######## mmio_timer ########
### Supply network, mmio_timer

Bar = 50 um. Pins as bars on the die edge.
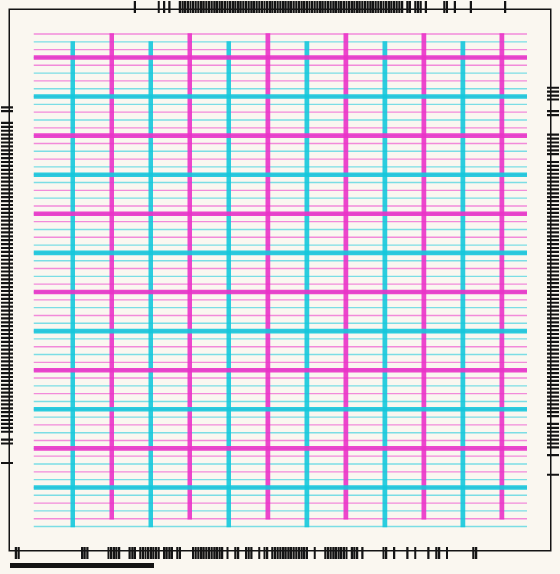

[config.mk]
export PLATFORM = sky130hd
export DESIGN_NAME = mmio_timer
export DESIGN_NICKNAME = d
export VERILOG_FILES = /design/src/rtl/mmio_timer.sv
export SDC_FILE = /design/constraint.sdc
export NUM_CORES = 1
export LEC_CHECK = 0
export CORE_MARGIN = 8
export CORE_UTILIZATION = 44
export CTS_CLUSTER_DIAMETER = 30
export DETAILED_ROUTE_END_ITERATION = 10
export GPL_ROUTABILITY_DRIVEN = 0
export HOLD_SLACK_MARGIN = 0.03
export PLACE_DENSITY_LB_ADDON = 0.2
export SETUP_SLACK_MARGIN = 0.4
export SKIP_LAST_GASP = 1
export SYNTH_ARGS = -nofsm -noshare
export SYNTH_HDL_FRONTEND = slang
export SYNTH_SLANG_ARGS = --single-unit
[constraint.sdc]
create_clock -name clk -period 2.7 [get_ports clk]
set_clock_uncertainty 0.2 [all_clocks]
set_input_delay 0.405 -clock clk [delete_from_list [all_inputs] [get_ports clk]]
set_output_delay 0.405 -clock clk [all_outputs]
set_load 0.01 [all_outputs]
[src/rtl/mmio_timer.sv]
// -----------------------------------------------------------------------------
// mmio_timer
//   Memory-mapped machine timer. Owns the free-running cycle counter, the
//   microsecond timer mtime (also exported as time) and the compare register
//   mtimecmp, and raises a registered timer-interrupt level when
//   mtime >= mtimecmp. Register accesses arrive from the MEM stage over a
//   one-outstanding start/ready/valid handshake: stores complete in the accept
//   cycle, loads return one cycle later.
//
// Register window (16 bytes at BASE_ADDR, word offset = cmd_addr[3:2]):
//   0 : mtime[31:0]     1 : mtime[63:32]
//   2 : mtimecmp[31:0]  3 : mtimecmp[63:32]
//
// Ports
//   clk           in   1   core clock
//   rst           in   1   synchronous, active-high reset
//   cmd_start     in   1   request valid
//   cmd_write     in   1   1 = store, 0 = load
//   cmd_addr      in   32  byte address
//   cmd_wdata     in   32  store data
//   cmd_ready     out  1   request can be accepted this cycle
//   rdata_valid   out  1   one-cycle load-response strobe
//   rdata         out  32  load response data
//   reg_cycle     out  64  clock counter
//   reg_time      out  64  same value as reg_mtime
//   reg_mtime     out  64  microsecond timer
//   reg_mtimecmp  out  64  compare value
//   timer_irq     out  1   registered (mtime >= mtimecmp)
// -----------------------------------------------------------------------------
module mmio_timer #(
  parameter int          FMAX_MHz  = 27,
  parameter logic [31:0] BASE_ADDR = 32'hf000_0000
) (
  input  logic        clk,
  input  logic        rst,
  input  logic        cmd_start,
  input  logic        cmd_write,
  input  logic [31:0] cmd_addr,
  input  logic [31:0] cmd_wdata,
  output logic        cmd_ready,
  output logic        rdata_valid,
  output logic [31:0] rdata,
  output logic [63:0] reg_cycle,
  output logic [63:0] reg_time,
  output logic [63:0] reg_mtime,
  output logic [63:0] reg_mtimecmp,
  output logic        timer_irq
);

  // Prescaler width; FMAX_MHz = 1 still needs a one-bit counter that stays 0.
  localparam int PW = (FMAX_MHz > 1) ? $clog2(FMAX_MHz) : 1;
  localparam logic [PW-1:0] PRESC_MAX = PW'(FMAX_MHz - 1);

  localparam logic [0:0] ST_IDLE = 1'b0;
  localparam logic [0:0] ST_RESP = 1'b1;

  localparam logic [1:0] OFF_MTIME_LO = 2'd0;
  localparam logic [1:0] OFF_MTIME_HI = 2'd1;
  localparam logic [1:0] OFF_CMP_LO   = 2'd2;
  localparam logic [1:0] OFF_CMP_HI   = 2'd3;

  // Selects the 32-bit half of a timer register named by a word offset.
  function automatic logic [31:0] read_mux(
    input logic [1:0]  off,
    input logic [63:0] mtime,
    input logic [63:0] mtimecmp
  );
    logic [31:0] val;
    case (off)
      OFF_MTIME_LO: val = mtime[31:0];
      OFF_MTIME_HI: val = mtime[63:32];
      OFF_CMP_LO:   val = mtimecmp[31:0];
      OFF_CMP_HI:   val = mtimecmp[63:32];
      default:      val = 32'h0000_0000;
    endcase
    return val;
  endfunction

  logic [0:0]    r_state;
  logic [63:0]   r_cycle;
  logic [63:0]   r_mtime;
  logic [63:0]   r_mtimecmp;
  logic [PW-1:0] r_presc;
  logic [31:0]   r_rdata;
  logic          r_rdata_valid;
  logic          r_irq;

  logic          w_hit;
  logic [1:0]    w_off;
  logic          w_accept;
  logic          w_store;
  logic          w_load;
  logic          w_tick;
  logic [63:0]   w_mtime_nxt;
  logic [63:0]   w_mtimecmp_nxt;
  logic          w_unused_addr_lsbs;

  assign w_hit    = (cmd_addr[31:4] == BASE_ADDR[31:4]);
  assign w_off    = cmd_addr[3:2];
  assign w_accept = cmd_start & (r_state == ST_IDLE);
  assign w_store  = w_accept & cmd_write & w_hit;
  // Loads are accepted on a miss too; they simply return zero.
  assign w_load   = w_accept & ~cmd_write;
  assign w_tick   = (r_presc == PRESC_MAX);

  // Byte-lane bits are not part of the word decode.
  assign w_unused_addr_lsbs = ^cmd_addr[1:0];

  // Next mtime: a store to either half wins over a simultaneous tick, and the
  // dropped tick never carries into the unwritten half.
  always_comb begin
    w_mtime_nxt = r_mtime;
    if (w_store && (w_off == OFF_MTIME_LO)) begin
      w_mtime_nxt = {r_mtime[63:32], cmd_wdata};
    end else if (w_store && (w_off == OFF_MTIME_HI)) begin
      w_mtime_nxt = {cmd_wdata, r_mtime[31:0]};
    end else if (w_tick) begin
      w_mtime_nxt = r_mtime + 64'd1;
    end else begin
      w_mtime_nxt = r_mtime;
    end
  end

  // Next mtimecmp: only the addressed half of a store changes.
  always_comb begin
    w_mtimecmp_nxt = r_mtimecmp;
    if (w_store && (w_off == OFF_CMP_LO)) begin
      w_mtimecmp_nxt = {r_mtimecmp[63:32], cmd_wdata};
    end else if (w_store && (w_off == OFF_CMP_HI)) begin
      w_mtimecmp_nxt = {cmd_wdata, r_mtimecmp[31:0]};
    end else begin
      w_mtimecmp_nxt = r_mtimecmp;
    end
  end

  // Free-running clock counter, wraps naturally at 2^64.
  always_ff @(posedge clk) begin
    if (rst) begin
      r_cycle <= 64'd0;
    end else begin
      r_cycle <= r_cycle + 64'd1;
    end
  end

  // Prescaler dividing the core clock down to 1 us ticks; it keeps running
  // across a write/tick collision so the tick phase is undisturbed.
  always_ff @(posedge clk) begin
    if (rst) begin
      r_presc <= '0;
    end else if (w_tick) begin
      r_presc <= '0;
    end else begin
      r_presc <= r_presc + PW'(1);
    end
  end

  // Timer and compare registers.
  always_ff @(posedge clk) begin
    if (rst) begin
      r_mtime    <= 64'd0;
      r_mtimecmp <= 64'hffff_ffff_ffff_ffff;
    end else begin
      r_mtime    <= w_mtime_nxt;
      r_mtimecmp <= w_mtimecmp_nxt;
    end
  end

  // Handshake FSM: a load parks in RESP for one cycle to present its data.
  always_ff @(posedge clk) begin
    if (rst) begin
      r_state <= ST_IDLE;
    end else begin
      case (r_state)
        ST_IDLE: r_state <= w_load ? ST_RESP : ST_IDLE;
        ST_RESP: r_state <= ST_IDLE;
        default: r_state <= ST_IDLE;
      endcase
    end
  end

  // Load response: snapshot of the addressed register at the accept edge,
  // taken before that edge's tick or store lands. Held between loads.
  always_ff @(posedge clk) begin
    if (rst) begin
      r_rdata       <= 32'h0000_0000;
      r_rdata_valid <= 1'b0;
    end else begin
      r_rdata_valid <= w_load;
      if (w_load) begin
        r_rdata <= w_hit ? read_mux(w_off, r_mtime, r_mtimecmp) : 32'h0000_0000;
      end else begin
        r_rdata <= r_rdata;
      end
    end
  end

  // Interrupt level, one cycle behind the live register values.
  always_ff @(posedge clk) begin
    if (rst) begin
      r_irq <= 1'b0;
    end else begin
      r_irq <= (r_mtime >= r_mtimecmp);
    end
  end

  assign cmd_ready    = (r_state == ST_IDLE);
  assign rdata_valid  = r_rdata_valid;
  assign rdata        = r_rdata;
  assign reg_cycle    = r_cycle;
  assign reg_time     = r_mtime;
  assign reg_mtime    = r_mtime;
  assign reg_mtimecmp = r_mtimecmp;
  assign timer_irq    = r_irq;

endmodule

######## order_decoder ########
===== src/rtl/order_decoder_pkg.sv =====
// Shared definitions for the order decoder: fixed field positions of the
// 18-bit order word, the control FSM state encoding and the default
// legal-opcode mask.
package order_decoder_pkg;

    localparam int ORDER_BITS = 18;

    // Field positions within the captured order word.
    localparam int OP_LSB    = 13;  // opcode    [17:13]
    localparam int SPARE_BIT = 12;  // spare     [12]
    localparam int TANK_LSB  = 7;   // tank_num  [11:7]
    localparam int POS_LSB   = 3;   // position  [6:3]
    localparam int HALF_BIT  = 2;   // half_mc   [2]
    localparam int LONG_BIT  = 1;   // long_num  [1]

    localparam logic [31:0] DEFAULT_LEGAL_MASK = 32'hFFFF_FFFF;

    typedef enum logic [1:0] {
        IDLE  = 2'd0,
        SHIFT = 2'd1,
        HOLD  = 2'd2
    } state_e;

endpackage


===== src/rtl/serial_capture.sv =====
// Serial capture: LSB-first shift register plus bit counter.
//   clk, rst     : clock, synchronous active-high reset
//   start        : current bit is bit 0; discard any partial word, counter = 1
//   shift_en     : sample one more bit
//   clear        : discard partial word, counter = 0
//   bit_in       : serial data
//   shifted_word : register contents with bit_in shifted in (the complete
//                  word when at_last is high and shift_en is applied)
//   at_last      : the next sampled bit is the final bit of the word; a
//                  sample taken while at_last is high is the done pulse
//
// Bits enter at the MSB end and move right, so after WIDTH samples bit 0
// of the serial word sits in bit 0 of the register. The outputs depend only
// on flops and bit_in so the controlling FSM can consume them in its own
// combinational process without forming a loop through this module.
module serial_capture #(
    parameter int WIDTH = 18
) (
    input  logic             clk,
    input  logic             rst,
    input  logic             start,
    input  logic             shift_en,
    input  logic             clear,
    input  logic             bit_in,
    output logic [WIDTH-1:0] shifted_word,
    output logic             at_last
);

    localparam int CNT_W = $clog2(WIDTH + 1);

    logic [WIDTH-1:0] sr_q, sr_d;
    logic [CNT_W-1:0] cnt_q, cnt_d;

    assign shifted_word = {bit_in, sr_q[WIDTH-1:1]};
    assign at_last      = (cnt_q == CNT_W'(WIDTH - 1));

    always_comb begin
        sr_d  = sr_q;
        cnt_d = cnt_q;
        if (clear) begin
            sr_d  = '0;
            cnt_d = '0;
        end else if (start) begin
            sr_d  = {bit_in, {(WIDTH-1){1'b0}}};
            cnt_d = CNT_W'(1);
        end else if (shift_en) begin
            sr_d  = shifted_word;
            // Wrap to zero after the final bit; the word has been handed off.
            cnt_d = at_last ? '0 : cnt_q + CNT_W'(1);
        end
    end

    always_ff @(posedge clk) begin
        if (rst) begin
            sr_q  <= '0;
            cnt_q <= '0;
        end else begin
            sr_q  <= sr_d;
            cnt_q <= cnt_d;
        end
    end

endmodule


===== src/rtl/order_decoder.sv =====
// Order decoder: captures the 18-bit serial order (LSB first) during
// Stage 2 of main control (g13), holds it under a valid/ack handshake and
// presents the decoded fields.
//   clk, rst    : clock, synchronous active-high reset
//   order       : serial order bit, bit 0 in the word_start cycle
//   word_start  : marks bit 0 of each serial word
//   g13         : Stage 2 of main control
//   order_ack   : main control consumed the held order
//   order_valid : decoded order held and stable
//   order_word  : last captured order
//   opcode, spare, tank_num, position, half_mc, long_num : field slices
//   illegal_op  : opcode not in LEGAL_MASK, only while order_valid
//   busy        : serial capture in progress
module order_decoder
    import order_decoder_pkg::*;
#(
    parameter int          WORD_WIDTH = ORDER_BITS,
    parameter logic [31:0] LEGAL_MASK = DEFAULT_LEGAL_MASK
) (
    input  logic                  clk,
    input  logic                  rst,
    input  logic                  order,
    input  logic                  word_start,
    input  logic                  g13,
    input  logic                  order_ack,
    output logic                  order_valid,
    output logic [WORD_WIDTH-1:0] order_word,
    output logic [4:0]            opcode,
    output logic                  spare,
    output logic [4:0]            tank_num,
    output logic [3:0]            position,
    output logic                  half_mc,
    output logic                  long_num,
    output logic                  illegal_op,
    output logic                  busy
);

    state_e                state_q, state_d;
    logic                  armed_q, armed_d;
    logic [WORD_WIDTH-1:0] word_q, word_d;

    logic                  cap_start, cap_shift, cap_clear;
    logic [WORD_WIDTH-1:0] cap_word;
    logic                  cap_last;

    serial_capture #(.WIDTH(WORD_WIDTH)) u_capture (
        .clk          (clk),
        .rst          (rst),
        .start        (cap_start),
        .shift_en     (cap_shift),
        .clear        (cap_clear),
        .bit_in       (order),
        .shifted_word (cap_word),
        .at_last      (cap_last)
    );

    always_comb begin
        state_d   = state_q;
        armed_d   = armed_q;
        word_d    = word_q;
        cap_start = 1'b0;
        cap_shift = 1'b0;
        cap_clear = 1'b0;

        // Leaving Stage 2 re-arms, so each Stage 2 entry gets one capture
        // and a recirculating order is not decoded twice.
        if (!g13) armed_d = 1'b1;

        unique case (state_q)
            IDLE: begin
                if (word_start && g13 && armed_q) begin
                    cap_start = 1'b1;
                    state_d   = SHIFT;
                end
            end
            SHIFT: begin
                if (!g13) begin
                    cap_clear = 1'b1;
                    state_d   = IDLE;
                end else if (word_start) begin
                    // Resynchronise: this cycle's bit becomes bit 0.
                    cap_start = 1'b1;
                end else begin
                    cap_shift = 1'b1;
                    if (cap_last) begin
                        word_d  = cap_word;
                        state_d = HOLD;
                        armed_d = 1'b0;
                    end
                end
            end
            HOLD: begin
                // word_start is deliberately ignored here, even with ack.
                if (order_ack) state_d = IDLE;
            end
            default: state_d = IDLE;
        endcase
    end

    always_ff @(posedge clk) begin
        if (rst) begin
            state_q <= IDLE;
            armed_q <= 1'b1;
            word_q  <= '0;
        end else begin
            state_q <= state_d;
            armed_q <= armed_d;
            word_q  <= word_d;
        end
    end

    assign order_valid = (state_q == HOLD);
    assign busy        = (state_q == SHIFT);
    assign order_word  = word_q;
    assign opcode      = word_q[OP_LSB +: 5];
    assign spare       = word_q[SPARE_BIT];
    assign tank_num    = word_q[TANK_LSB +: 5];
    assign position    = word_q[POS_LSB +: 4];
    assign half_mc     = word_q[HALF_BIT];
    assign long_num    = word_q[LONG_BIT];
    assign illegal_op  = order_valid && !LEGAL_MASK[opcode];

endmodule


===== config.mk =====
export PLATFORM = sky130hd
export DESIGN_NAME = order_decoder
export DESIGN_NICKNAME = d
export VERILOG_FILES = /design/src/rtl/order_decoder_pkg.sv /design/src/rtl/serial_capture.sv /design/src/rtl/order_decoder.sv
export SDC_FILE = /design/constraint.sdc
export NUM_CORES = 1
export LEC_CHECK = 0
export ABC_AREA = 1
export ABC_CLOCK_PERIOD_IN_PS = 1700
export CAP_MARGIN = 20
export CORE_UTILIZATION = 49
export CTS_CLUSTER_DIAMETER = 80
export DETAILED_ROUTE_END_ITERATION = 8
export PLACE_DENSITY = 0.89
export SETUP_SLACK_MARGIN = 0.3
export SLEW_MARGIN = 20
export SYNTH_ARGS = -nofsm -noshare
export SYNTH_HDL_FRONTEND = slang
export SYNTH_SLANG_ARGS = --single-unit

===== constraint.sdc =====
create_clock -name clk -period 1.7 [get_ports clk]
set_clock_uncertainty 0.1 [all_clocks]
set_input_delay 0.51 -clock clk [delete_from_list [all_inputs] [get_ports clk]]
set_output_delay 0.51 -clock clk [all_outputs]
set_load 0.01 [all_outputs]

######## msrr8dff_flat ########
===== src/rtl/msrr8dff_if.sv =====
// msrr8dff_if: groups the data-path signals of the multi-mode shift register.
//
// Signals
//   sel  [1:0]        mode select, sampled at the rising clock edge
//   Sin               serial data in, sampled at the rising clock edge
//   Po   [WIDTH-1:0]  parallel output, a direct copy of the register state
//
// Handshake: none. sel and Sin are plain level inputs. Only their values at
// the rising clock edge matter, and Po is valid one clock after that edge.
//
// Modports
//   master : the side that drives sel/Sin and observes Po (e.g. a testbench)
//   slave  : the shift register itself
interface msrr8dff_if #(
    parameter int WIDTH = 8
);
    logic [1:0]       sel;
    logic             Sin;
    logic [WIDTH-1:0] Po;

    modport master (
        output sel,
        output Sin,
        input  Po
    );

    modport slave (
        input  sel,
        input  Sin,
        output Po
    );
endinterface


===== src/rtl/msrr8dff.sv =====
// msrr8dff: WIDTH-bit multi-mode shift register (default 8 bits).
//
// Every rising clock edge applies one of four operations chosen by sel:
//   00 hold          Q_next = Q
//   01 shift right   Q_next = {Sin, Q[W-1:1]}   (LSB discarded)
//   10 shift left    Q_next = {Q[W-2:0], Sin}   (MSB discarded)
//   11 rotate right  Q_next = {Q[0], Q[W-1:1]}  (Sin ignored)
//
// Ports
//   clk  rising-edge clock
//   rst  asynchronous active-low reset; clears the register immediately
//   bus  msrr8dff_if.slave carrying sel, Sin (in) and Po (out)
//
// Po is the register itself: there is no combinational path from sel or
// Sin to Po, and the latency from an edge to Po is exactly one clock.
module msrr8dff #(
    parameter int WIDTH = 8
) (
    input  logic       clk,
    input  logic       rst,
    msrr8dff_if.slave  bus
);

    typedef enum logic [1:0] {
        MODE_HOLD = 2'b00,
        MODE_SHR  = 2'b01,
        MODE_SHL  = 2'b10,
        MODE_ROR  = 2'b11
    } mode_e;

    logic [WIDTH-1:0] q;
    logic [WIDTH-1:0] q_next;
    mode_e            mode;

    assign mode = mode_e'(bus.sel);

    always_comb begin
        q_next = q;
        case (mode)
            MODE_HOLD: q_next = q;
            MODE_SHR:  q_next = {bus.Sin, q[WIDTH-1:1]};
            MODE_SHL:  q_next = {q[WIDTH-2:0], bus.Sin};
            MODE_ROR:  q_next = {q[0], q[WIDTH-1:1]};
            // An unknown select lets X reach the register; a later reset
            // always restores a fully known state.
            default:   q_next = 'x;
        endcase
    end

    always_ff @(posedge clk or negedge rst) begin
        if (!rst) begin
            q <= '0;
        end else begin
            q <= q_next;
        end
    end

    assign bus.Po = q;

endmodule


===== src/flat_wrapper.sv =====
// flat-port wrapper written by rule: the top's interface ports become plain ports
module msrr8dff_flat 
#(
    parameter int WIDTH = 8
)
  (clk, rst, bus_sel, bus_Sin, bus_Po);
  msrr8dff_if #(.WIDTH(WIDTH)) bus_i ();
  input  logic clk;
  input  logic rst;
  input wire logic [$bits(bus_i.sel)-1:0] bus_sel;
  input wire logic [$bits(bus_i.Sin)-1:0] bus_Sin;
  output wire logic [$bits(bus_i.Po)-1:0] bus_Po;
  assign bus_i.sel = bus_sel;
  assign bus_i.Sin = bus_Sin;
  assign bus_Po = bus_i.Po;
  msrr8dff #(.WIDTH(WIDTH)) u_core (.clk(clk), .rst(rst), .bus(bus_i));
endmodule

===== config.mk =====
export PLATFORM = sky130hd
export DESIGN_NAME = msrr8dff_flat
export DESIGN_NICKNAME = d
export VERILOG_FILES = /design/src/rtl/msrr8dff_if.sv /design/src/rtl/msrr8dff.sv /design/src/flat_wrapper.sv
export SDC_FILE = /design/constraint.sdc
export NUM_CORES = 1
export LEC_CHECK = 0
export ABC_AREA = 0
export ABC_CLOCK_PERIOD_IN_PS = 3000
export CORE_AREA = 2 2 42 44
export DETAILED_ROUTE_END_ITERATION = 6
export DIE_AREA = 0 0 44 46
export GPL_ROUTABILITY_DRIVEN = 0
export PLACE_DENSITY = 0.56
export SKIP_LAST_GASP = 1
export SYNTH_ARGS = -nofsm -noshare
export SYNTH_HDL_FRONTEND = slang
export SYNTH_SLANG_ARGS = --single-unit

===== constraint.sdc =====
create_clock -name clk -period 3 [get_ports clk]
set_input_delay 0.45 -clock clk [delete_from_list [all_inputs] [get_ports clk]]
set_output_delay 0.45 -clock clk [all_outputs]
set_load 0.005 [all_outputs]


==> notes/layouts.md <==
Pictures saved along the way, in no particular order.

The metal 3 layer.
(a)
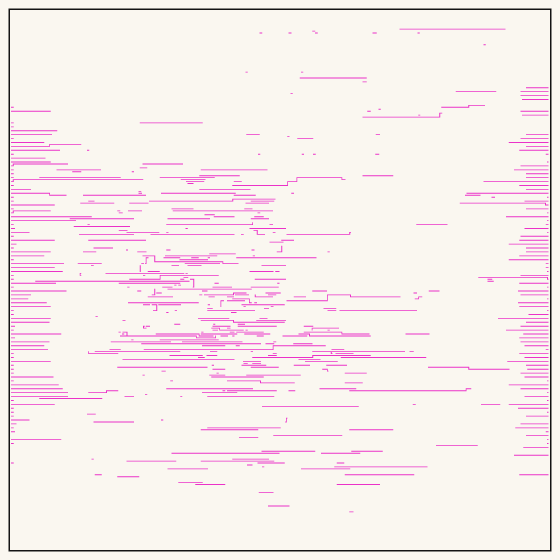
(b)
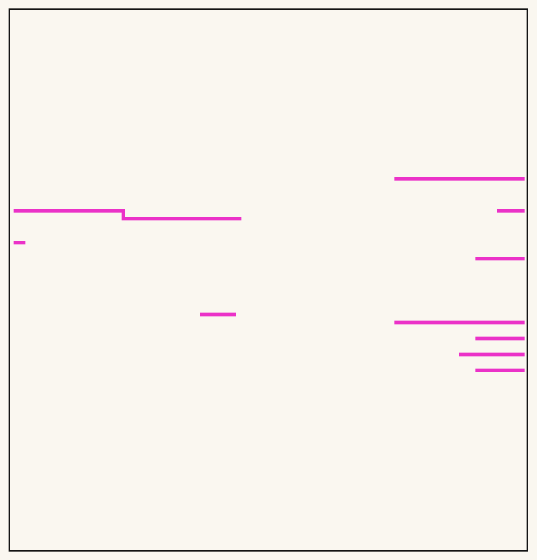
(c)
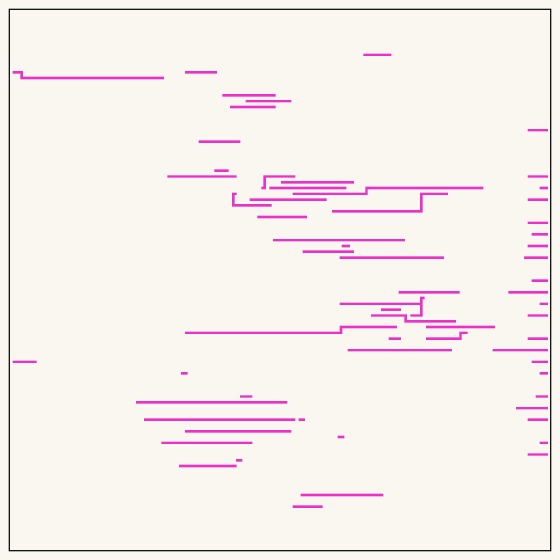
(c) comes from order_decoder.
(a) comes from mmio_timer.
(b) comes from msrr8dff_flat.

Key to (c):
The layer holds 6.9% of the routed length. The longest straight run is 18.2 um. The layer carries 377 um of wire. The wires run mostly horizontal.

### Supply network, order_decoder

Bar = 20 um. Pins as bars on the die edge.
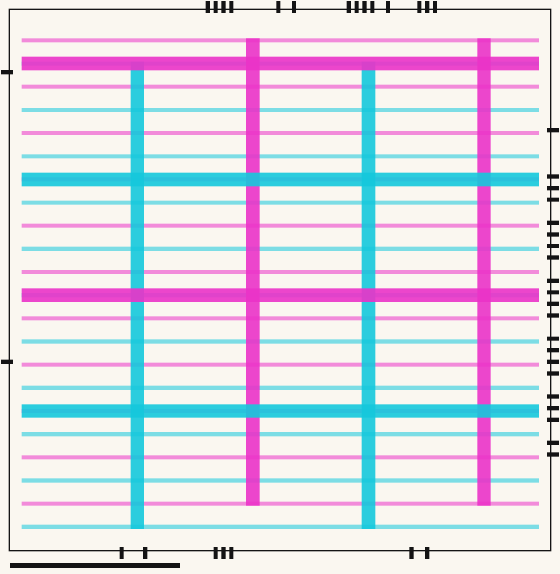
VDD: drawn in magenta. VSS: drawn in cyan.
4 straps on met5. 44 signal pins sit on the boundary.
die width: 63.4 um
Max VDD drop: 453 uV
CORE AREA: 0.00347 sq mm
die height: 63.4 um

### Routed metal, one color a layer, order_decoder

Bar = 20 um. Two of the layers only.
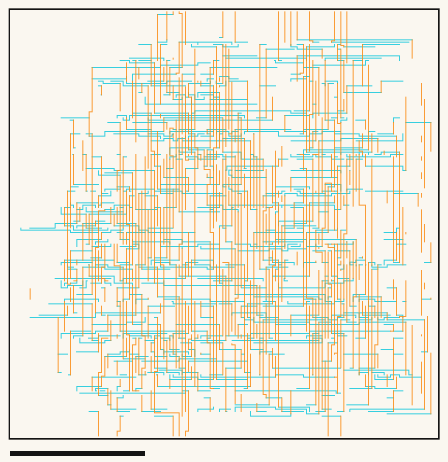
M2: drawn in orange, wire length 2810 um. M1: drawn in cyan, wire length 2120 um.
routed wire length: 5.50 mm
via count: 1885

==> results_slide.txt, order_decoder <==
Physical Implementation Snapshot

Detailed routing
  • Met1 wire length: 2.12 mm
  • Residual DRC count: 0
  • Per-cell routed wire length: 15.5 um
  • First DRT Iteration DRCs: 125
  • Final ANT Viol Nets: 0

Finish
  • Core Util, Final: 80.1%
  • Flop count: 43

Setup path
  • Worst setup EP type: output port
  • Critical path type: reg2out
  • Worst path required time: 1.09 ns

Clocking
  • CTS Buf Count: 5
  • CTS Sinks: 43

Floorplanning
  • I/O Pins: 44
  • FP Rows: 21

Status
  • Outcome: finished, final reports clean

Global routing
  • Grt ovf: 0

Synthesis
  • Yosys synthesis warning count: 0
-- order_decoder: power breakdown --
part | switching, mW | leakage (nW) | internal (mW)
clock network | 0.381 | 0.0581 | 0.438
registers | 0.00894 | 0.359 | 1.01
logic | 0.0941 | 0.809 | 0.0828
total | 0.484 | 1.23 | 1.53
-- order_decoder: Yosys cell counts --
cell type	number	share of area, %
o21ai_0	1	0.27
conb_1	1	0.20
nand2_4	1	0.61
inv_2	4	0.81
o21ai_1	18	4.9
nand2_1	62	13
buf_6	1	0.61
nor2_4	1	0.61
buf_2	5	1.4
nor2_2	1	0.34
o211ai_1	1	0.41
nand3_1	5	1.4
clkbuf_1	2	0.41
ha_1	2	1.4
a21oi_1	17	4.6
nand2_2	2	0.68
dfxtp_1	43	47
o21bai_1	1	0.41
nand4_1	1	0.34
buf_4	19	7.7
nor2_1	51	10
inv_1	16	3.2
clkinv_2	1	0.27
-- order_decoder: worst paths after layout --
check	cells after the start	endpoint	slack, ns	startpoint
worst max-delay path	3	busy	0.14	state_q[0]
worst min-delay path	2	order_word[0]	0.37	order_word[0]
worst max register to register	8	order_word[5]	0.19	state_q[1]
worst min register to register	2	order_word[0]	0.37	order_word[0]
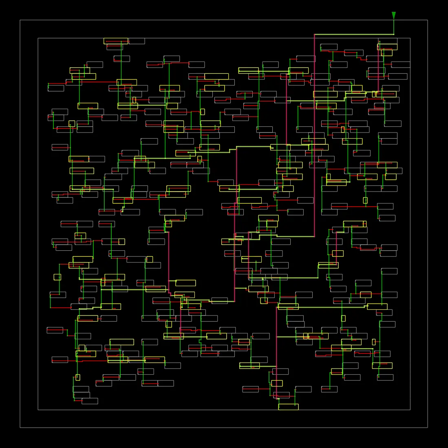
*Clock routing, mmio_timer*
CTS Sinks: 232
CTS Buf Count: 58
clock buffer count: 78
flop count: 232
Clock Power: 7.40 mW

Notes on 'Supply network' of mmio_timer above:
VDD: drawn in magenta. VSS: drawn in cyan.
12 straps on met4. 12 straps on met5. 64 met1 rails follow the rows. 359 signal pins sit on the boundary.

==> results_slide.txt, mmio_timer <==
Physical Implementation Snapshot

Clocking
  • Htree depth: 2
  • Clk latency late pin: 0.55 ns
  • TritonCTS clock tree: built

Final timing
  • Final hold vios: 0
  • Maximum clock rate: 386 MHz
  • Final setup violating endpoints: 0
  • Worst hold margin: 0.115 ns

Hold path
  • Hold Path Depth: 2

Placement
  • Placed insts: 2290
  • IO Port Bufs: 356

Setup path
  • Crit path max fanout: 5
  • Worst r2r dst: reg_mtime[46]

Global routing
  • Vias in the first global route: 14000

Finish
  • NumNets Final: 2157
  • Layout cell share with drive strength beyond 1: 26.6%
  • Layout overhead on the synthesized area: 63.1%
  • Layout clock area frac: 9.95%

Floorplanning
  • Die width: 188 um

Synthesis
  • Distinct lib cells: 71
  • Syn avg cell area: 8.43 sq um

Status
  • Outcome: finished, final reports clean

Power
  • Switching power: 2.35 mW
-- mmio_timer: worst max-delay path, cell delays in order (launching register included) --
cell      delay [ns]
dfxtp_4         0.35
ha_4            0.13
nand4_1         0.20
nor4_4          0.29
nand3_2         0.15
or4_4           0.57
buf_4           0.18
nor3_4          0.16
xnor2_2         0.14
a211oi_2        0.09
-- mmio_timer: layout by cell type (no fill, tap or decap), drive strengths merged, types with 42 or more instances in the layout --
cell type,Yosys,final
o21ai,42,42
clkbuf,46,89
ha,68,68
xnor2,43,43
dfxtp,232,232
buf,101,211
nand4,47,47
nand2,193,193
inv,81,83
nand3,103,103
xor2,53,53
clkdlybuf4s50,0,321
nor2,142,142
o211ai,63,63
a21oi,75,75
-- mmio_timer: power groups by stage --
stage	combinational [mW]	sequential [mW]	clock [mW]
2_1_floorplan	0.175	3.52	0
3_3_place_gp	0.407	3.52	0
3_5_place_dp	0.410	3.52	0
4_1_cts	0.419	3.46	7.45
5_1_grt	0.452	3.44	7.67
6_report	0.426	3.45	7.40
-- mmio_timer: metal layers --
layer	vias to the layer above	global-route usage, %	routed length (um)
met5	-	0	0
met4	0	11.9	1990
met3	156	6.58	4380
met2	709	44.7	24900
met1	6752	33.6	20800
li1	6417	-	-
### Supply network, msrr8dff_flat

Bar = 10 um. Pins as bars on the die edge.
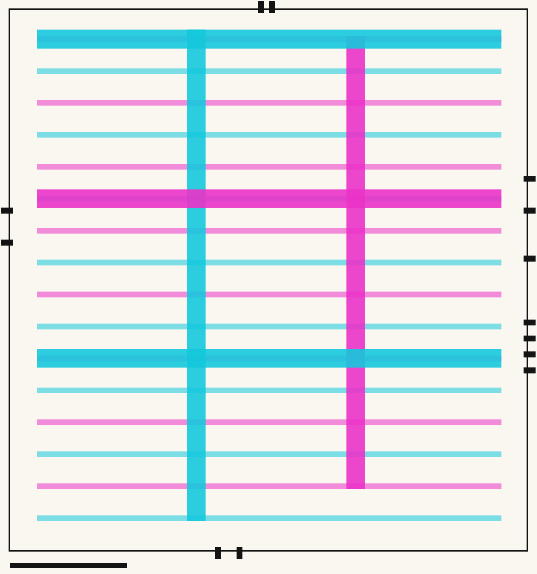
VSS: drawn in cyan. VDD: drawn in magenta.
16 met1 rails follow the rows. The core has 15 rows. 2 straps on met4. 13 signal pins sit on the boundary. 3 straps on met5.
die width: 44 um
die height: 46 um
Max VDD drop: 196 uV

==> results_slide.txt, msrr8dff_flat <==
Physical Implementation Snapshot

Setup path
  • CP Launch Type: input pin
  • Worst setup EP type: flip-flop
  • WP depth: 2
  • Worst r2r dst: u_core.bus.Po[7]
  • Arr. time, crit path: 1.74 ns

Placement
  • IO Port Bufs: 12

Floorplanning
  • Floorplan utilization: 22.9%
  • FP Rows: 15
  • CORE AREA: 0.00161 sq mm

Finish
  • Fraction of area in registers: 38.6%
  • NonClk Buf Share: 23.2%
  • Most frequent logic cell in the layout: clkdlybuf4s50_1
  • Dominant logic cell types in the final layout: clkdlybuf4s50_1, dfrtp_1, mux2i_1, nand2_1, o21ai_0
  • Flop count: 8
  • Non-CTS inverters: 0
  • Fillers: 170

Final timing
  • Final Cycle Share: 53.9%
  • Slack of the critical path: 1.38 ns
  • Maximum clock rate: 618 MHz

Clocking
  • Reg clk slew, reported paths: 0.05 ns
  • Post-CTS Hold Fix Bufs: 0

Synthesis
  • Distinct lib cells: 7
  • Yosys synthesis warning count: 0
  • Syn Nets: 37

Global routing
  • Grt ovf: 0

Detailed routing
  • Via count: 280
  • Via/cell ratio: 4.52

Status
  • Outcome: finished, final reports clean

Run
  • Tool Warnings: 26
[msrr8dff_flat: through the flow]
step / total power, mW / hold slack [ns] / cell area [sq um] / instances
final: 0.320 / 0.485 / 518 / 62
after global routing: 0.341 / 0.502 / 518 / 62
after CTS: 0.327 / 0.487 / 518 / 62
after detailed placement: 0.244 / 0.512 / 495 / 59
after global placement: 0.243 / 0.504 / 495 / 59
after floorplan: 0.184 / 0.154 / 370 / 32
[msrr8dff_flat: cell usage after synthesis]
cell | instances | share of area (%)
o21ai_0 | 7 | 9.5
buf_2 | 1 | 1.4
mux2i_1 | 7 | 19
dfrtp_1 | 8 | 54
nand2_1 | 7 | 7.1
mux4_2 | 1 | 6.1
buf_6 | 1 | 3.0
[msrr8dff_flat: power by group]
part | internal [mW] | switching (mW)
sequential | 0.130 | 0.0226
clock | 0.0457 | 0.0350
combinational | 0.0586 | 0.0283
[msrr8dff_flat: cells by family after synthesis]
| kind of cell | count (synthesis) | share of synthesized area [%] |
|---|---|---|
| muxes | 8 | 25.0 |
| DFF | 8 | 54.1 |
| and+or+nand+nor | 7 | 7.10 |
| AOI/OAI and AO/OA | 7 | 9.46 |
| buffers and inverters | 2 | 4.39 |

######## hk_mash_ncl ########
### Metal 2, hk_mash_ncl

Bar = 20 um.
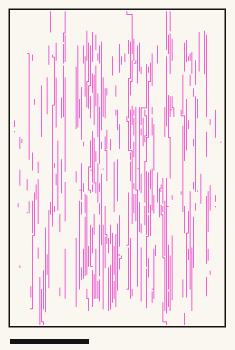

[src/rtl/hk_mash_ncl.sv]
// HK-MASH 1-1-1 noise-cancellation and output combiner.
// Forms n_int + y1 + (1-z^-1)y2 + (1-z^-1)^2 y3, saturated to the divider range.
module hk_mash_ncl #(
    parameter int INT_W   = 8,
    parameter bit ALIGN   = 1'b0,
    parameter bit OUT_REG = 1'b1
) (
    input  logic             clk,
    input  logic             rst,
    input  logic             en_i,
    input  logic             y1_i,
    input  logic             y2_i,
    input  logic             y3_i,
    input  logic [INT_W-1:0] n_int_i,
    input  logic             n_load_i,
    output logic [INT_W-1:0] div_o,
    output logic [3:0]       c_o,
    output logic             valid_o,
    output logic             range_err_o
);

    localparam int          SW     = INT_W + 2;
    localparam logic [2:0]  WU_MAX = 3'(2 + 2 * int'(ALIGN));

    logic y1a, y2a, y3a;

    generate
        if (ALIGN) begin : g_align
            logic y1_d1, y1_d2, y2_d1;

            always_ff @(posedge clk or posedge rst) begin
                if (rst) begin
                    y1_d1 <= 1'b0;
                    y1_d2 <= 1'b0;
                    y2_d1 <= 1'b0;
                end else if (en_i) begin
                    y1_d1 <= y1_i;
                    y1_d2 <= y1_d1;
                    y2_d1 <= y2_i;
                end
            end

            assign y1a = y1_d2;
            assign y2a = y2_d1;
            assign y3a = y3_i;
        end else begin : g_direct
            assign y1a = y1_i;
            assign y2a = y2_i;
            assign y3a = y3_i;
        end
    endgenerate

    logic             y2p, y3p1, y3p2;
    logic [INT_W-1:0] n_int_r;
    logic [2:0]       wu_cnt;
    logic             wu_full;

    always_ff @(posedge clk or posedge rst) begin
        if (rst) begin
            y2p    <= 1'b0;
            y3p1   <= 1'b0;
            y3p2   <= 1'b0;
            wu_cnt <= 3'd0;
        end else if (en_i) begin
            y2p  <= y2a;
            y3p1 <= y3a;
            y3p2 <= y3p1;
            if (!wu_full) begin
                wu_cnt <= wu_cnt + 3'd1;
            end
        end
    end

    // A load lands after the edge, so the sample taken on that edge sees the old value.
    always_ff @(posedge clk or posedge rst) begin
        if (rst) begin
            n_int_r <= '0;
        end else if (n_load_i) begin
            n_int_r <= n_int_i;
        end
    end

    assign wu_full = (wu_cnt == WU_MAX);

    logic signed [3:0]    c;
    logic signed [SW-1:0] s;
    logic [INT_W-1:0]     div_n;
    logic                 err_n;
    logic                 valid_n;

    // Every partial sum stays within -3..+4, so 4-bit signed never wraps.
    always_comb begin
        c = $signed({3'b000, y1a})
          + $signed({3'b000, y2a})
          - $signed({3'b000, y2p})
          + $signed({3'b000, y3a})
          - $signed({2'b00, y3p1, 1'b0})
          + $signed({3'b000, y3p2});
    end

    always_comb begin
        s       = $signed({2'b00, n_int_r}) + {{(SW-4){c[3]}}, c};
        div_n   = s[INT_W-1:0];
        err_n   = 1'b0;
        valid_n = en_i & wu_full;
        if (s[SW-1]) begin
            div_n = '0;
            err_n = 1'b1;
        end else if (s[INT_W]) begin
            div_n = '1;
            err_n = 1'b1;
        end
    end

    generate
        if (OUT_REG) begin : g_oreg
            logic [INT_W-1:0] div_q;
            logic [3:0]       c_q;
            logic             err_q;
            logic             valid_q;

            always_ff @(posedge clk or posedge rst) begin
                if (rst) begin
                    div_q   <= '0;
                    c_q     <= 4'd0;
                    err_q   <= 1'b0;
                    valid_q <= 1'b0;
                end else begin
                    valid_q <= valid_n;
                    if (en_i) begin
                        div_q <= div_n;
                        c_q   <= c;
                        err_q <= err_n;
                    end
                end
            end

            assign div_o       = div_q;
            assign c_o         = c_q;
            assign range_err_o = err_q;
            assign valid_o     = valid_q;
        end else begin : g_ocomb
            assign div_o       = rst ? '0 : div_n;
            assign c_o         = rst ? 4'd0 : c;
            assign range_err_o = rst ? 1'b0 : err_n;
            assign valid_o     = rst ? 1'b0 : valid_n;
        end
    endgenerate

endmodule

[config.mk]
export PLATFORM = sky130hd
export DESIGN_NAME = hk_mash_ncl
export DESIGN_NICKNAME = d
export VERILOG_FILES = /design/src/rtl/hk_mash_ncl.sv
export SDC_FILE = /design/constraint.sdc
export NUM_CORES = 1
export LEC_CHECK = 0
export ABC_CLOCK_PERIOD_IN_PS = 7800
export CAP_MARGIN = 20
export CELL_PAD_IN_SITES_DETAIL_PLACEMENT = 1
export CELL_PAD_IN_SITES_GLOBAL_PLACEMENT = 1
export CORE_ASPECT_RATIO = 1.5
export CORE_MARGIN = 1.5
export CORE_UTILIZATION = 45
export DETAILED_ROUTE_END_ITERATION = 12
export GPL_TIMING_DRIVEN = 0
export PLACE_DENSITY_LB_ADDON = 0.1
export SLEW_MARGIN = 25
export SYNTH_ARGS = -nofsm -noshare
export SYNTH_HDL_FRONTEND = slang
export SYNTH_SLANG_ARGS = --single-unit
[constraint.sdc]
create_clock -name clk -period 7.8 [get_ports clk]
set_input_delay 0.78 -clock clk [delete_from_list [all_inputs] [get_ports clk]]
set_output_delay 0.78 -clock clk [all_outputs]
set_load 0.005 [all_outputs]
######## uart_tx_ctrl ########
[src/rtl/uart_tx_pkg.sv]
// Shared types and constants for the UART transmit frame sequencer.
package uart_tx_pkg;

  // Data bits per frame; bounded by the 3-bit serializer bit index.
  localparam int UART_DATA_WIDTH     = 8;
  localparam int UART_PRESCALE_WIDTH = 6;

  // Frame sequencer states.
  typedef enum logic [2:0] {
    ST_IDLE   = 3'd0,
    ST_START  = 3'd1,
    ST_DATA   = 3'd2,
    ST_PARITY = 3'd3,
    ST_STOP   = 3'd4
  } state_t;

  // TX line mux select codes.
  localparam logic [1:0] MUX_START = 2'd0;
  localparam logic [1:0] MUX_STOP  = 2'd1;
  localparam logic [1:0] MUX_DATA  = 2'd2;
  localparam logic [1:0] MUX_PAR   = 2'd3;

  // Moore decode of the line select; unknown states park the line idle-high.
  function automatic logic [1:0] mux_for_state(state_t s);
    logic [1:0] sel;
    case (s)
      ST_IDLE:   sel = MUX_STOP;
      ST_START:  sel = MUX_START;
      ST_DATA:   sel = MUX_DATA;
      ST_PARITY: sel = MUX_PAR;
      ST_STOP:   sel = MUX_STOP;
      default:   sel = MUX_STOP;
    endcase
    return sel;
  endfunction

endpackage

[src/rtl/uart_tx_bit_timer.sv]
// Bit-period timer: counts 0..period-1 and flags the last clock of each bit.
// Cleared whenever the sequencer changes state so every bit starts at 0.
module uart_tx_bit_timer
  import uart_tx_pkg::*;
#(
  parameter int WIDTH = UART_PRESCALE_WIDTH
) (
  input  logic             clk,
  input  logic             rst,
  input  logic             i_clear,
  input  logic [WIDTH-1:0] i_period,
  output logic             o_last
);

  logic [WIDTH-1:0] r_count;

  // Period counter: wraps on its last clock, reloads 0 on clear.
  always_ff @(posedge clk) begin
    if (!rst) begin
      r_count <= {WIDTH{1'b0}};
    end else if (i_clear || o_last) begin
      r_count <= {WIDTH{1'b0}};
    end else begin
      r_count <= r_count + WIDTH'(1);
    end
  end

  // Period is never 0 here: the controller captures a minimum of 1.
  assign o_last = (r_count == (i_period - WIDTH'(1)));

endmodule

[src/rtl/uart_tx_ctrl.sv]
// UART transmit frame sequencer: start, 8 data bits LSB first, optional
// parity, stop. Each bit is held for the prescale value captured at accept.
module uart_tx_ctrl
  import uart_tx_pkg::*;
#(
  parameter int DATA_WIDTH     = UART_DATA_WIDTH,
  parameter int PRESCALE_WIDTH = UART_PRESCALE_WIDTH
) (
  input  logic                      clk,
  input  logic                      rst,
  input  logic                      Data_Valid,
  input  logic                      Par_En,
  input  logic [PRESCALE_WIDTH-1:0] Prescale,
  output logic                      Ser_Load,
  output logic                      Ser_En,
  output logic [2:0]                Counter,
  output logic [1:0]                Mux_Sel,
  output logic                      Busy,
  output logic                      Tx_Done
);

  localparam logic [2:0] LAST_BIT = 3'(DATA_WIDTH - 1);

  state_t                    r_state;
  state_t                    w_state_next;
  logic [2:0]                r_counter;
  logic [2:0]                w_counter_next;
  logic                      r_par_en;
  logic [PRESCALE_WIDTH-1:0] r_prescale;
  logic [PRESCALE_WIDTH-1:0] w_prescale_eff;
  logic                      w_capture;
  logic                      w_ser_load;
  logic                      w_ser_en;
  logic                      w_tx_done;
  logic                      w_last;
  logic                      w_timer_clear;

  // Prescale values 0 and 1 both mean one clock per bit.
  assign w_prescale_eff = (Prescale == {PRESCALE_WIDTH{1'b0}}) ?
                          PRESCALE_WIDTH'(1) : Prescale;

  // Timer restarts on every state change and is held at 0 while idle.
  assign w_timer_clear = (w_state_next != r_state) || (r_state == ST_IDLE);

  uart_tx_bit_timer #(
    .WIDTH (PRESCALE_WIDTH)
  ) u_bit_timer (
    .clk      (clk),
    .rst      (rst),
    .i_clear  (w_timer_clear),
    .i_period (r_prescale),
    .o_last   (w_last)
  );

  // State, bit index and captured frame configuration.
  always_ff @(posedge clk) begin
    if (!rst) begin
      r_state    <= ST_IDLE;
      r_counter  <= 3'd0;
      r_par_en   <= 1'b0;
      r_prescale <= PRESCALE_WIDTH'(1);
    end else begin
      r_state   <= w_state_next;
      r_counter <= w_counter_next;
      if (w_capture) begin
        r_par_en   <= Par_En;
        r_prescale <= w_prescale_eff;
      end else begin
        r_par_en   <= r_par_en;
        r_prescale <= r_prescale;
      end
    end
  end

  // Next-state and strobe decode; strobes are combinational in their cycle.
  always_comb begin
    w_state_next   = r_state;
    w_counter_next = r_counter;
    w_capture      = 1'b0;
    w_ser_load     = 1'b0;
    w_ser_en       = 1'b0;
    w_tx_done      = 1'b0;
    case (r_state)
      ST_IDLE: begin
        if (Data_Valid) begin
          w_ser_load   = 1'b1;
          w_capture    = 1'b1;
          w_state_next = ST_START;
        end else begin
          w_state_next = ST_IDLE;
        end
      end
      ST_START: begin
        if (w_last) begin
          w_state_next = ST_DATA;
        end else begin
          w_state_next = ST_START;
        end
      end
      ST_DATA: begin
        if (w_last) begin
          w_ser_en = 1'b1;
          if (r_counter == LAST_BIT) begin
            w_counter_next = 3'd0;
            w_state_next   = r_par_en ? ST_PARITY : ST_STOP;
          end else begin
            w_counter_next = r_counter + 3'd1;
            w_state_next   = ST_DATA;
          end
        end else begin
          w_state_next = ST_DATA;
        end
      end
      ST_PARITY: begin
        if (w_last) begin
          w_state_next = ST_STOP;
        end else begin
          w_state_next = ST_PARITY;
        end
      end
      ST_STOP: begin
        if (w_last) begin
          w_tx_done    = 1'b1;
          w_state_next = ST_IDLE;
        end else begin
          w_state_next = ST_STOP;
        end
      end
      default: begin
        w_state_next   = ST_IDLE;
        w_counter_next = 3'd0;
      end
    endcase
  end

  assign Ser_Load = w_ser_load;
  assign Ser_En   = w_ser_en;
  assign Tx_Done  = w_tx_done;
  assign Counter  = r_counter;
  assign Mux_Sel  = mux_for_state(r_state);
  assign Busy     = (r_state != ST_IDLE);

endmodule

[config.mk]
export PLATFORM = sky130hd
export DESIGN_NAME = uart_tx_ctrl
export DESIGN_NICKNAME = d
export VERILOG_FILES = /design/src/rtl/uart_tx_pkg.sv /design/src/rtl/uart_tx_bit_timer.sv /design/src/rtl/uart_tx_ctrl.sv
export SDC_FILE = /design/constraint.sdc
export NUM_CORES = 1
export LEC_CHECK = 0
export CAP_MARGIN = 20
export CORE_MARGIN = 8
export CORE_UTILIZATION = 45
export DETAILED_ROUTE_END_ITERATION = 10
export HOLD_SLACK_MARGIN = 0.12
export PLACE_DENSITY = 0.78
export SYNTH_ARGS = -nofsm -noshare
export SYNTH_HDL_FRONTEND = slang
export SYNTH_SLANG_ARGS = --single-unit
export TNS_END_PERCENT = 1
[constraint.sdc]
create_clock -name clk -period 2.9 [get_ports clk]
set_input_delay 0.58 -clock clk [delete_from_list [all_inputs] [get_ports clk]]
set_output_delay 0.58 -clock clk [all_outputs]
set_load 0.02 [all_outputs]
### Metal 2, uart_tx_ctrl

Bar = 20 um.
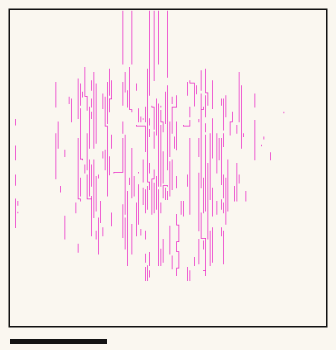
The longest straight run is 23.3 um. 135 nets have wire on it. The layer carries 1090 um of wire. The wires run mostly vertical.

==> results_slide.txt, uart_tx_ctrl <==
Physical Implementation Snapshot

Power
  • P_comb: 450 uW
  • Pwr dens: 689 mW/mm^2

Detailed routing
  • Per-cell routed wire length: 13.2 um

Final timing
  • Clock Skews: 0.00481 ns
  • Worst hold margin: 0.498 ns
  • Setup TNS: 0 ns
  • Final Critical Period: 2.75 ns

Floorplanning
  • Die height: 65.0 um

Placement
  • Final GP Congestion: 0.774

Status
  • Outcome: finished, final reports clean

Setup path
  • Top delay family on crit path: AND-OR/OR-AND gates
  • Worst setup EP type: output port
  • RR Startpoint: r_prescale[0]
  • Reg2Reg Depth: 8

Finish
  • Fraction of area in registers: 28.3%
  • Most frequent logic cell in the layout: dfxtp_1

Global routing
  • Initial antenna violation count: 0
  • Largest net degree at the start of global routing: 16
  • Grt ovf: 0

Clocking
  • Root buffer cell: clkbuf_4

Run
  • Maxcap violations: 0
-- uart_tx_ctrl: cell families (layout without fill, tap and decap cells) --
logic type	Yosys count	count (layout)	synth area share [%]
XOR/XNOR	12	12	9.72
AND/OR/NAND/NOR	53	53	27.0
flip-flops	19	19	35.2
buffers and inverters	11	35	4.05
AND-OR/OR-AND	22	22	16.7
adder cells (fa/ha/maj)	4	4	4.63
multiplexers	3	3	2.78
-- uart_tx_ctrl: registers in the layout, indices dropped and copies added (netlist names) --
register             cells
Counter                  3
r_par_en                 1
r_prescale               6
r_state                  3
u_bit_timer.r_count      6
-- uart_tx_ctrl: worst max-delay path by stage --
stage	startpoint	to	slack, ns	depth (start not counted)
after floorplan	r_prescale[0]	Ser_En	0.20	7
final	r_prescale[0]	Ser_En	0.15	8
after global routing	r_prescale[0]	Ser_En	0.03	8
after CTS	r_prescale[0]	Tx_Done	0.06	8
after global placement	r_prescale[0]	Ser_En	0.09	8
after detailed placement	r_prescale[0]	Ser_En	0.0009	8
-- uart_tx_ctrl: what timing repair did --
action / 4_1_cts / 5_1_grt
endpoints found under the setup margin: 2 / 2
gates resized: 6 / 3
pin swaps: 0 / 0
gates cloned: 0 / 0
### Clock routing, hk_mash_ncl

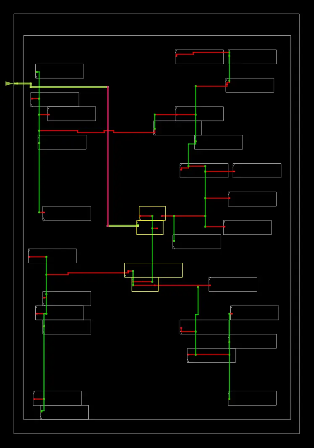
flop count: 28
clk latency late pin: 0.27 ns

## Picture notes: 'Metal 2' of hk_mash_ncl
The longest straight run is 34.3 um. The layer carries 2190 um of wire.

==> results_slide.txt, hk_mash_ncl <==
Physical Implementation Snapshot

Status
  • Outcome: finished, final reports clean

Synthesis
  • Asr flop ratio synth: 100%
  • Cells in synth_stat.txt: 165
  • Flops after synth: 28
  • Top-area cell share: 39.1%

Final timing
  • Slew @ Worst Pin: 0.594 ns
  • Final Critical Period: 5.04 ns

Detailed routing
  • DR pass1 iterations: 3
  • Via count: 1298

Setup path
  • Reg2reg setup slack: 3.40 ns
  • Crit path max fanout: 8

Power
  • Final Total Pwr: 659 uW

Finish
  • Seq. cell area: 701 sq um
  • Ant. Diodes: 0

Floorplanning
  • FP Rows: 27

Placement
  • IO Port Bufs: 26

Clocking
  • Max clock buf depth: 2

Run
  • Maxcap violations: 0
hk_mash_ncl: area by class of cell:
| type | instances | share of cell area (%) |
|---|---|---|
| multi-input cells | 111 | 45.7 |
| well taps | 43 | 2.47 |
| repair buffers | 26 | 11.9 |
| plain buffers | 5 | 0.862 |
| clock inverters | 1 | 1.38 |
| flip-flops and latches | 28 | 32.2 |
| clock buffers | 3 | 1.90 |
| inverters | 21 | 3.62 |
hk_mash_ncl: report_power, final:
part	switching, mW	internal [mW]
sequential	0.0284	0.189
clock	0.0448	0.0687
combinational	0.162	0.167
hk_mash_ncl: layer usage:
layer,vias to the layer above,GRT usage [%],share of wire [%]
met2,22,37.3,57
met3,4,1.86,1.9
met5,-,0,0
met4,0,5.75,1.3
li1,633,-,-
met1,639,23.0,40
hk_mash_ncl: critical path, cell delays in order:
cell and delay (ns):
clkdlybuf4s50_1 0.48, inv_1 0.05, ha_1 0.29, inv_1 0.07
ha_1 0.15, inv_1 0.09, ha_1 0.28, inv_1 0.04
ha_1 0.17, ha_1 0.31, inv_1 0.07, o31ai_4 0.36
inv_1 0.26, ha_1 0.44, a21oi_2 0.23, o21ai_2 0.13
a31oi_4 0.30, mux2i_1 0.57, a311oi_1 0.10

## Gallery

Supply network.
Bar = 20 um. Pins as bars on the die edge.
Plate I
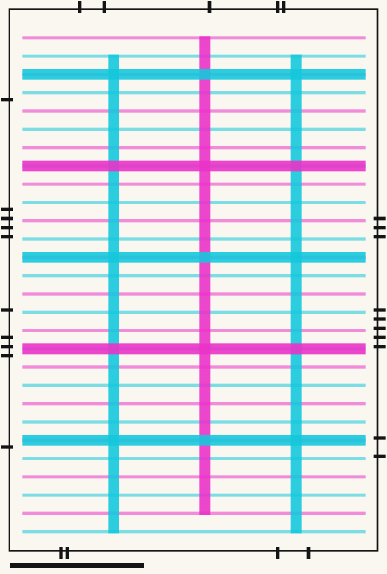
Plate II
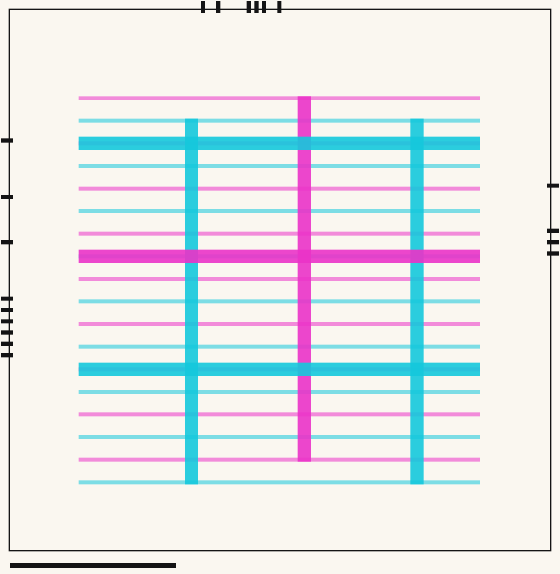
- uart_tx_ctrl = Plate II
- hk_mash_ncl = Plate I

Key to Plate II:
VSS: drawn in cyan. VDD: drawn in magenta.
3 straps on met5. The core has 17 rows. 18 met1 rails follow the rows. 3 straps on met4.



==> gallery <==
Routed metal, one color a layer.
image #1
Bar = 50 um. Two of the layers only.
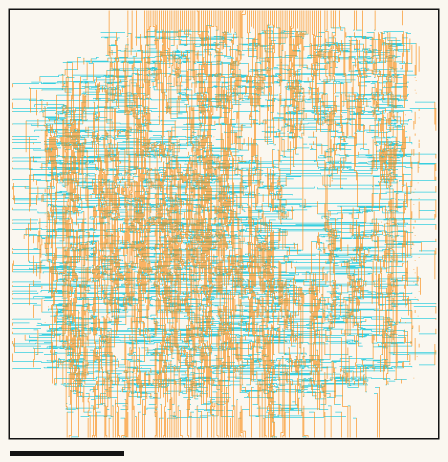
image #2
Bar = 10 um. Two of the layers only.
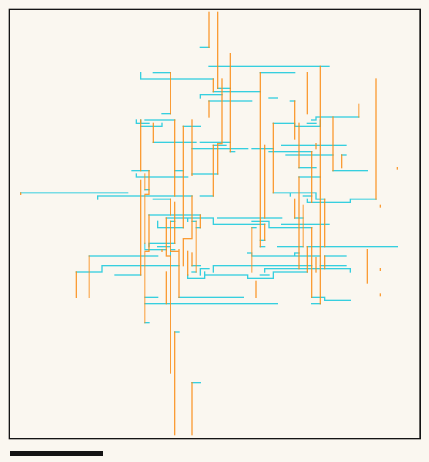
image #3
Bar = 20 um. Two of the layers only.
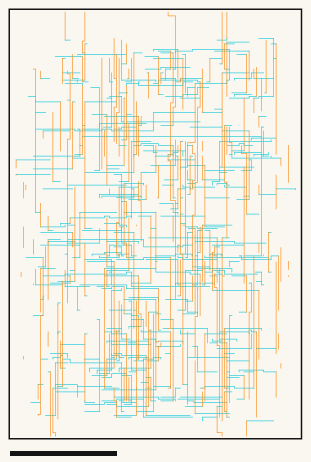
image #4
Bar = 20 um. Two of the layers only.
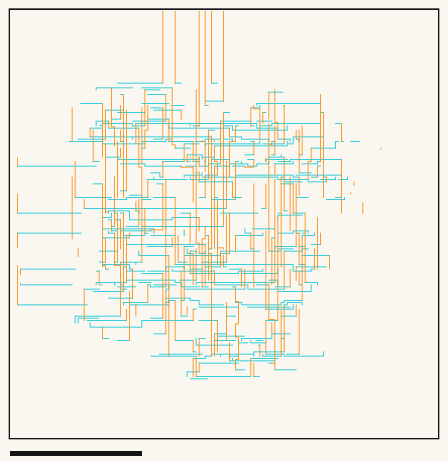
image #3 -> hk_mash_ncl
image #4 -> uart_tx_ctrl
image #2 -> msrr8dff_flat
image #1 -> mmio_timer
Of these, largest die: image #1
Of these, most wire: image #1

Key to image #1:
M2: drawn in orange, wire length 24.9 mm. M1: drawn in cyan, wire length 20.8 mm.

Power is estimated from default activity; no workload was simulated.
